=== design 1 ===
### Signal wires by layer, design 1

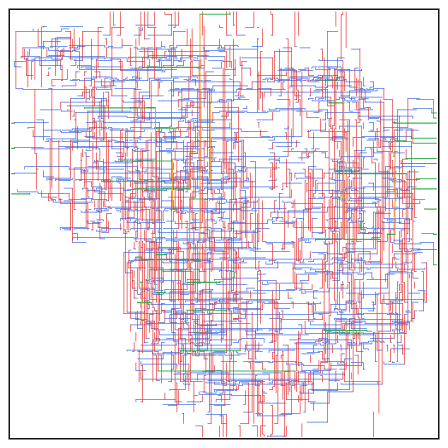

`src/rtl/output_neuron_ctrl.sv`:
```
// Output-neuron forward-pass sequencer: streams N_IN x/w pairs through one
// saturating multiply-accumulate, then holds the loss-stage enable for LOSS_LAT cycles.
module output_neuron_ctrl #(
    parameter int N_IN     = 2,
    parameter int ACC_W    = 21,
    parameter int LOSS_LAT = 2
) (
    input  logic             clk_i,
    input  logic             rst_i,
    input  logic             start_i,
    input  logic             abort_i,
    output logic [3:0]       addr_o,
    input  logic [9:0]       x_i,
    input  logic [7:0]       w_i,
    output logic             busy_o,
    output logic [ACC_W-1:0] acc_o,
    output logic             acc_vld_o,
    output logic             loss_en_o,
    output logic             done_o,
    output logic             sat_o
);

    typedef enum logic [1:0] {
        S_IDLE = 2'd0,
        S_MAC  = 2'd1,
        S_LOSS = 2'd2,
        S_DONE = 2'd3
    } state_t;

    localparam logic [3:0]       LAST_IDX = 4'(N_IN - 1);
    localparam logic [3:0]       LAST_CNT = 4'(LOSS_LAT - 1);
    localparam logic [ACC_W-1:0] ACC_MAX  = '1;

    state_t           state_q, state_d;
    logic [3:0]       idx_q, idx_d;
    logic [3:0]       cnt_q, cnt_d;
    logic [ACC_W-1:0] acc_q, acc_d;
    logic             sat_q, sat_d;
    logic             busy_q, busy_d;

    logic [17:0]      prod;
    logic [ACC_W:0]   sum;

    // One extra sum bit catches the overflow that triggers saturation.
    assign prod = x_i * w_i;
    assign sum  = {1'b0, acc_q} + {{(ACC_W + 1 - 18){1'b0}}, prod};

    always_ff @(posedge clk_i or negedge rst_i) begin
        if (!rst_i) begin
            state_q <= S_IDLE;
        end else begin
            state_q <= state_d;
        end
    end

    always_comb begin
        state_d = state_q;
        case (state_q)
            S_IDLE: if (start_i) state_d = S_MAC;
            S_MAC:  if (idx_q == LAST_IDX) state_d = S_LOSS;
            S_LOSS: if (cnt_q == LAST_CNT) state_d = S_DONE;
            S_DONE: state_d = S_IDLE;
            default: state_d = S_IDLE;
        endcase
        if (abort_i) begin
            state_d = S_IDLE;
        end
    end

    always_comb begin
        idx_d = idx_q;
        cnt_d = cnt_q;
        acc_d = acc_q;
        sat_d = sat_q;
        case (state_q)
            S_IDLE: begin
                if (start_i) begin
                    acc_d = '0;
                    idx_d = '0;
                    sat_d = 1'b0;
                end
            end
            S_MAC: begin
                if (sum[ACC_W]) begin
                    acc_d = ACC_MAX;
                    sat_d = 1'b1;
                end else begin
                    acc_d = sum[ACC_W-1:0];
                end
                idx_d = (idx_q == LAST_IDX) ? 4'd0 : idx_q + 4'd1;
                cnt_d = '0;
            end
            S_LOSS: cnt_d = (cnt_q == LAST_CNT) ? 4'd0 : cnt_q + 4'd1;
            default: ;
        endcase
        // sat_q deliberately survives an abort so software can see it happened.
        if (abort_i) begin
            acc_d = '0;
            idx_d = '0;
            cnt_d = '0;
            sat_d = sat_q;
        end
        busy_d = (state_d != S_IDLE);
    end

    always_ff @(posedge clk_i or negedge rst_i) begin
        if (!rst_i) begin
            idx_q  <= '0;
            cnt_q  <= '0;
            acc_q  <= '0;
            sat_q  <= 1'b0;
            busy_q <= 1'b0;
        end else begin
            idx_q  <= idx_d;
            cnt_q  <= cnt_d;
            acc_q  <= acc_d;
            sat_q  <= sat_d;
            busy_q <= busy_d;
        end
    end

    always_comb begin
        acc_vld_o = (state_q == S_LOSS) && (cnt_q == 4'd0);
        loss_en_o = (state_q == S_LOSS);
        done_o    = (state_q == S_DONE);
    end

    assign addr_o = idx_q;
    assign acc_o  = acc_q;
    assign busy_o = busy_q;
    assign sat_o  = sat_q;

endmodule

```
`config.mk`:
```
export PLATFORM = sky130hd
export DESIGN_NAME = output_neuron_ctrl
export DESIGN_NICKNAME = d
export VERILOG_FILES = /design/src/rtl/output_neuron_ctrl.sv
export SDC_FILE = /design/constraint.sdc
export NUM_CORES = 1
export LEC_CHECK = 0
export ABC_AREA = 1
export CAP_MARGIN = 25
export CORE_UTILIZATION = 40
export DETAILED_ROUTE_END_ITERATION = 10
export GPL_ROUTABILITY_DRIVEN = 1
export PLACE_DENSITY = 0.68
export SETUP_SLACK_MARGIN = 0.02
export SLEW_MARGIN = 5
export SYNTH_ARGS = -nofsm -noshare
export SYNTH_HDL_FRONTEND = slang
export SYNTH_SLANG_ARGS = --single-unit
```
`constraint.sdc`:
```
create_clock -name clk_i -period 3.86 [get_ports clk_i]
set_input_delay 0.965 -clock clk_i [delete_from_list [all_inputs] [get_ports clk_i]]
set_output_delay 0.965 -clock clk_i [all_outputs]
set_load 0.005 [all_outputs]
```
=== design 2 ===
[config.mk]
export PLATFORM = sky130hd
export DESIGN_NAME = bf_alu_mt
export DESIGN_NICKNAME = d
export VERILOG_FILES = /design/src/rtl/bf_alu_mt.sv
export SDC_FILE = /design/constraint.sdc
export NUM_CORES = 1
export LEC_CHECK = 0
export ABC_AREA = 1
export ABC_CLOCK_PERIOD_IN_PS = 5500
export CAP_MARGIN = 20
export CORE_UTILIZATION = 55
export DETAILED_ROUTE_END_ITERATION = 12
export PLACE_DENSITY = 0.86
export SLEW_MARGIN = 20
export SYNTH_ARGS = -nofsm -noshare
export SYNTH_HDL_FRONTEND = slang
export SYNTH_SLANG_ARGS = --single-unit
[constraint.sdc]
create_clock -name clk -period 5.5 [get_ports clk]
set_clock_uncertainty 0.15 [all_clocks]
set_input_delay 0.825 -clock clk [delete_from_list [all_inputs] [get_ports clk]]
set_output_delay 0.825 -clock clk [all_outputs]
set_load 0.02 [all_outputs]
[src/rtl/bf_alu_mt.sv]
// Multi-threaded execute stage for a Brainfuck-style core: cell arithmetic, pointer moves, branches, I/O.
// Optional GETC input port and opcode are built when ALU_GETC_EN is defined.
module bf_alu_mt #(
    parameter  int DATA_W    = 16,
    parameter  int PTR_W     = 16,
    parameter  int NTHREADS  = 4,
    parameter  int PTR_RESET = 128,
    localparam int TID_W     = $clog2(NTHREADS)
) (
    input  logic              clk,
    input  logic              rst,
    input  logic [15:0]       ins_in,
    input  logic              ins_valid,
    input  logic [TID_W-1:0]  tid_in,
    input  logic [DATA_W-1:0] val_in,
    output logic              stall,
    output logic [DATA_W-1:0] val_out,
    output logic              wb_en,
    output logic [TID_W-1:0]  wb_tid,
    output logic [PTR_W-1:0]  ptr_select,
    output logic [PTR_W-1:0]  ptr_wb,
    output logic [15:0]       branch_val,
    output logic              branch_en,
    output logic [TID_W-1:0]  branch_tid,
    input  logic              fork_en,
    input  logic [TID_W-1:0]  fork_tid,
    input  logic [PTR_W-1:0]  fork_ptr,
    output logic [DATA_W-1:0] print_data,
    output logic              print_valid,
    input  logic              print_ready
`ifdef ALU_GETC_EN
    ,
    input  logic [DATA_W-1:0] getc_data,
    input  logic              getc_valid,
    output logic              getc_ready
`endif
);

    typedef enum logic [3:0] {
        OP_PLUS  = 4'h1,
        OP_MINUS = 4'h2,
        OP_INC   = 4'h3,
        OP_DEC   = 4'h4,
        OP_BRZ   = 4'h5,
        OP_BR    = 4'h6,
        OP_BRNZ  = 4'h7,
        OP_PRINT = 4'h9,
        OP_GETC  = 4'hA
    } op_e;

    localparam logic [PTR_W-1:0]  P_RST = PTR_W'(PTR_RESET);
    localparam logic [DATA_W-1:0] ONE_D = DATA_W'(1);
    localparam logic [PTR_W-1:0]  ONE_P = PTR_W'(1);

    logic              r_stage_valid;
    logic [15:0]       r_ins;
    logic [DATA_W-1:0] r_val;
    logic [TID_W-1:0]  r_tid;
    logic [PTR_W-1:0]  r_ptr [NTHREADS];

    op_e               w_op;
    logic              w_stall;
    logic              w_ptr_upd;
    logic              w_br_fire;
    logic [PTR_W-1:0]  w_ptr_cur;
    logic [PTR_W-1:0]  w_ptr_next;

    assign w_op      = op_e'(r_ins[15:12]);
    assign w_ptr_cur = r_ptr[r_tid];
    assign ptr_wb    = w_ptr_cur;
    assign stall     = w_stall;

    always_comb begin
        w_stall     = 1'b0;
        w_ptr_upd   = 1'b0;
        w_br_fire   = 1'b0;
        w_ptr_next  = w_ptr_cur;
        val_out     = '0;
        wb_en       = 1'b0;
        wb_tid      = '0;
        print_data  = '0;
        print_valid = 1'b0;
        branch_val  = '0;
        branch_en   = 1'b0;
        branch_tid  = '0;
`ifdef ALU_GETC_EN
        getc_ready  = 1'b0;
`endif
        if (r_stage_valid) begin
            case (w_op)
                OP_PLUS:  begin val_out = r_val + ONE_D; wb_en = 1'b1; wb_tid = r_tid; end
                OP_MINUS: begin val_out = r_val - ONE_D; wb_en = 1'b1; wb_tid = r_tid; end
                OP_INC:   begin w_ptr_upd = 1'b1; w_ptr_next = w_ptr_cur + ONE_P; end
                OP_DEC:   begin w_ptr_upd = 1'b1; w_ptr_next = w_ptr_cur - ONE_P; end
                OP_BRZ:   w_br_fire = (r_val == '0);
                OP_BR:    w_br_fire = 1'b1;
                OP_BRNZ:  w_br_fire = |r_val;
                OP_PRINT: begin
                    print_valid = 1'b1;
                    print_data  = r_val;
                    w_stall     = ~print_ready;
                end
`ifdef ALU_GETC_EN
                OP_GETC:  begin
                    getc_ready = 1'b1;
                    w_stall    = ~getc_valid;
                    val_out    = getc_data;
                    wb_en      = getc_valid;
                    wb_tid     = r_tid;
                end
`endif
                default: ;
            endcase
        end
        if (w_br_fire) begin
            branch_en  = 1'b1;
            branch_val = {4'b0, r_ins[11:0]};
            branch_tid = r_tid;
        end
        // a same-cycle fork into the staged thread overrides the INC/DEC result
        ptr_select = w_ptr_cur;
        if (w_ptr_upd)
            ptr_select = (fork_en && fork_tid == r_tid) ? fork_ptr : w_ptr_next;
    end

    always_ff @(posedge clk) begin
        if (rst) begin
            r_stage_valid <= 1'b0;
            r_ins         <= '0;
            r_val         <= '0;
            r_tid         <= '0;
        end else if (!w_stall) begin
            r_stage_valid <= ins_valid;
            if (ins_valid) begin
                r_ins <= ins_in;
                r_val <= val_in;
                r_tid <= tid_in;
            end
        end
    end

    always_ff @(posedge clk) begin
        for (int unsigned t = 0; t < NTHREADS; t++) begin
            if (rst)
                r_ptr[t] <= P_RST;
            else if (fork_en && fork_tid == TID_W'(t))
                r_ptr[t] <= fork_ptr;
            else if (w_ptr_upd && !w_stall && r_tid == TID_W'(t))
                r_ptr[t] <= w_ptr_next;
        end
    end

endmodule

### Routed clock nets over the placement, design 1

Bar = 20 um.
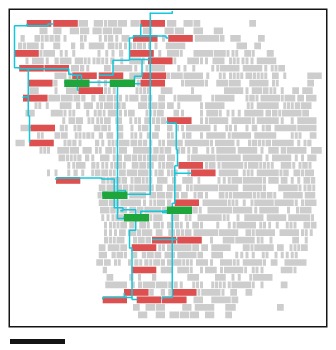
green -> cells driving clock nets  # count 5
red -> flip-flops  # count 33
cyan -> clock wires  # length 547 um
routed clock nets = 6

### Layout detail, design 1

Region (38, 15) to (78, 55) um. Cells in grey, sequential cells in the stronger grey; small squares are vias.
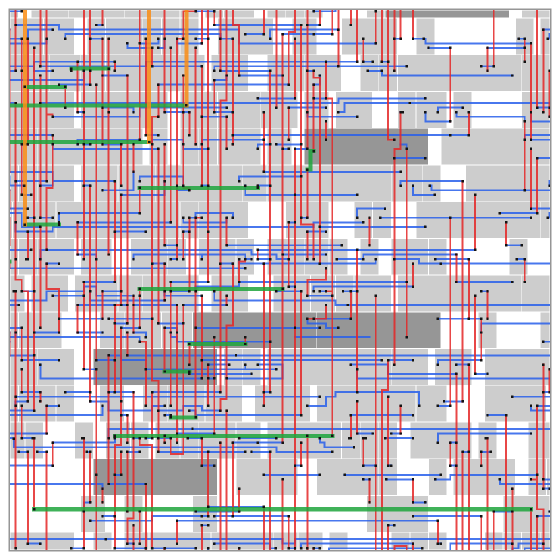
red -> met2
orange -> met4
green -> met3
blue -> met1
cells with their middle in the window = 137
netlist names of flops here include = `acc_o` (5)
most frequent = buf_4 (26), inv_1 (25), nand2_1 (16)
sequential cells in the window = 5

About 'Signal wires by layer' of design 1:
red -> met2  # wire length 6,690 um
blue -> met1  # wire length 5,920 um
orange -> met4  # wire length 251 um
green -> met3  # wire length 388 um

==> results.json, design 1 <==
{
  "drcViolationCount": 0,
  "p_per_area_nw_per_um2": 757,
  "synthCells": 715,
  "grt_pass1_wl_mm": 22.1,
  "min_path_type": "reg -> reg",
  "clk_pin_slew_ns": 0.05,
  "status": "finished, violations left",
  "synth-async-reset-ratio": 1.00,
  "reg2reg_from": "acc_o[6]",
  "drtPass1Iterations": 4,
  "setup_slack_ns": -0.665,
  "sh_comb_area": 0.543,
  "chipHeight_um": 115,
  "grt_overflow": 0,
  "setup_violations": 22,
  "violations": "setup timing",
  "ioPinCount": 52,
  "most_common_cell": "inv_1",
  "core_area_sq_um": 12200,
  "wire_per_inst_um": 13.0,
  "place_inst": 988,
  "worstPathRequired_ns": 4.03,
  "nWellTaps": 168,
  "largest_reg_flops": 21,
  "timing.fmax_ghz": 0.221,
  "edf_count": 0,
  "path_class": "in -> reg"
}
-- design 1: logic make-up after synthesis --
family          synth area share
fa+ha+maj                  0.368
buf+inv                    0.173
xor+xnor                  0.0206
flops                      0.162
simple gates               0.223
compound gates            0.0538
-- design 1: per-stage QoR --
step / utilization / hold WS [ns] / instance area, sq um
global route: 0.584 / 0.548 / 7130
floorplan: - / 0.494 / 5380
global placement: 0.529 / 0.505 / 6460
finish: 0.584 / 0.523 / 7130
detailed placement: 0.529 / 0.509 / 6460
CTS: 0.566 / 0.520 / 6910
-- design 1: routing by layer --
| layer | global-route usage | share of wire | up-vias |
|---|---|---|---|
| li1 | - | - | 2343 |
| met1 | 0.273 | 0.45 | 2221 |
| met2 | 0.380 | 0.50 | 88 |
| met3 | 0.0274 | 0.029 | 19 |
| met4 | 0.0641 | 0.019 | 0 |
| met5 | 0 | 0 | - |
-- design 1: report_power, final --
part | internal [mW] | switching [mW]
registers | 0.398 | 0.0416
logic | 2.15 | 2.42
clock network | 0.236 | 0.154
total | 2.78 | 2.62
### Routed clock nets over the placement, design 2

Bar = 20 um.
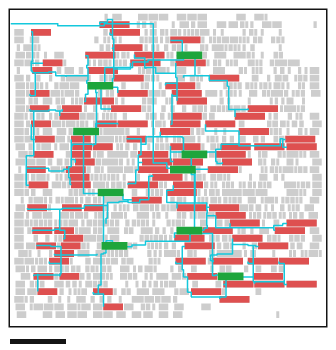
cyan -> clock wires  # length 1,240 um
green -> cells driving clock nets  # count 9
red -> flip-flops  # count 101
routed clock nets = 10

==> results.json, design 2 <==
{
  "p_leak_nw": 3.68,
  "ioPinCount": 145,
  "wl_met2_mm": 9.72,
  "fill_cells": 948,
  "clkLatencyLatePin_ns": 0.36,
  "worstPathRequired_ns": 4.53,
  "htreeDepth": 3,
  "period_used_share": 0.919,
  "ys_sh_adder": 0.0579,
  "period_needed_ns": 5.05,
  "cp-start-kind": "register",
  "grt_pass1_vias": 6727,
  "grt.met3_usage": 0.0902,
  "drive_above_1_share": 0.0426,
  "clk_pin_slew_ns": 0.07,
  "dr_total_vias": 7007,
  "drtPass1Iterations": 6,
  "yosys.area_share.simple": 0.191,
  "antenna_found_initial": 0,
  "status": "completed",
  "mux_share": 0,
  "synth.distinct_cells": 41,
  "postLayoutCoreUtil": 0.710
}
-- design 2: critical path, stage by stage (launching register included) --
cell	delay [ns]
dfxtp_1	0.32
inv_1	0.45
a21oi_1	0.13
a32oi_1	0.37
inv_1	0.11
fa_1	0.45
inv_1	0.07
nand3_1	0.06
nand2_1	0.10
a21oi_1	0.10
nor2_1	0.17
nand2_1	0.07
nand2_1	0.10
nand2_1	0.09
nand3_1	0.08
nand3_1	0.08
nand2_1	0.16
o21bai_1	0.08
nand2_1	0.09
clkdlybuf4s50_1	0.63
-- design 2: through the flow --
stage / instance area (sq um) / setup slack, ns
after floorplan: 6750 / 1.40
after global placement: 8170 / 1.01
after detailed placement: 8170 / 0.877
after CTS: 8500 / 0.488
after global routing: 8500 / 0.149
final: 8500 / 0.448
-- design 2: report_power, final --
group | switching [mW] | leakage (nW) | internal, mW
sequential | 0.0245 | 0.967 | 0.852
clock | 0.310 | 0.164 | 0.385
combinational | 0.351 | 2.55 | 0.205
total | 0.685 | 3.68 | 1.44
-- design 2: state kept, by name, indices dropped and copies added, names as in the netlist, named ones only --
name and count:
r_val 16, r_tid 2, r_stage_valid 1, r_ins 16, r_ptr 64


==> notes/layouts.md <==
Pictures saved along the way, in no particular order.

Metal 3.
Bar = 20 um.
Plate I
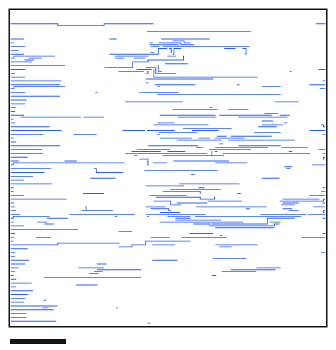
Plate II
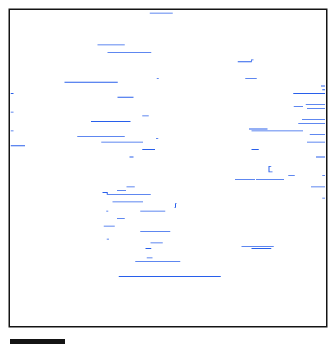
| picture | from |
|---|---|
| Plate I | design 2 |
| Plate II | design 1 |

Key to Plate II:
nets with wire on the layer = 45
wire length on this layer = 388 um
share of all routed wire = 2.9%

Power figures rest on the tool's default switching activity, not on a simulated workload.
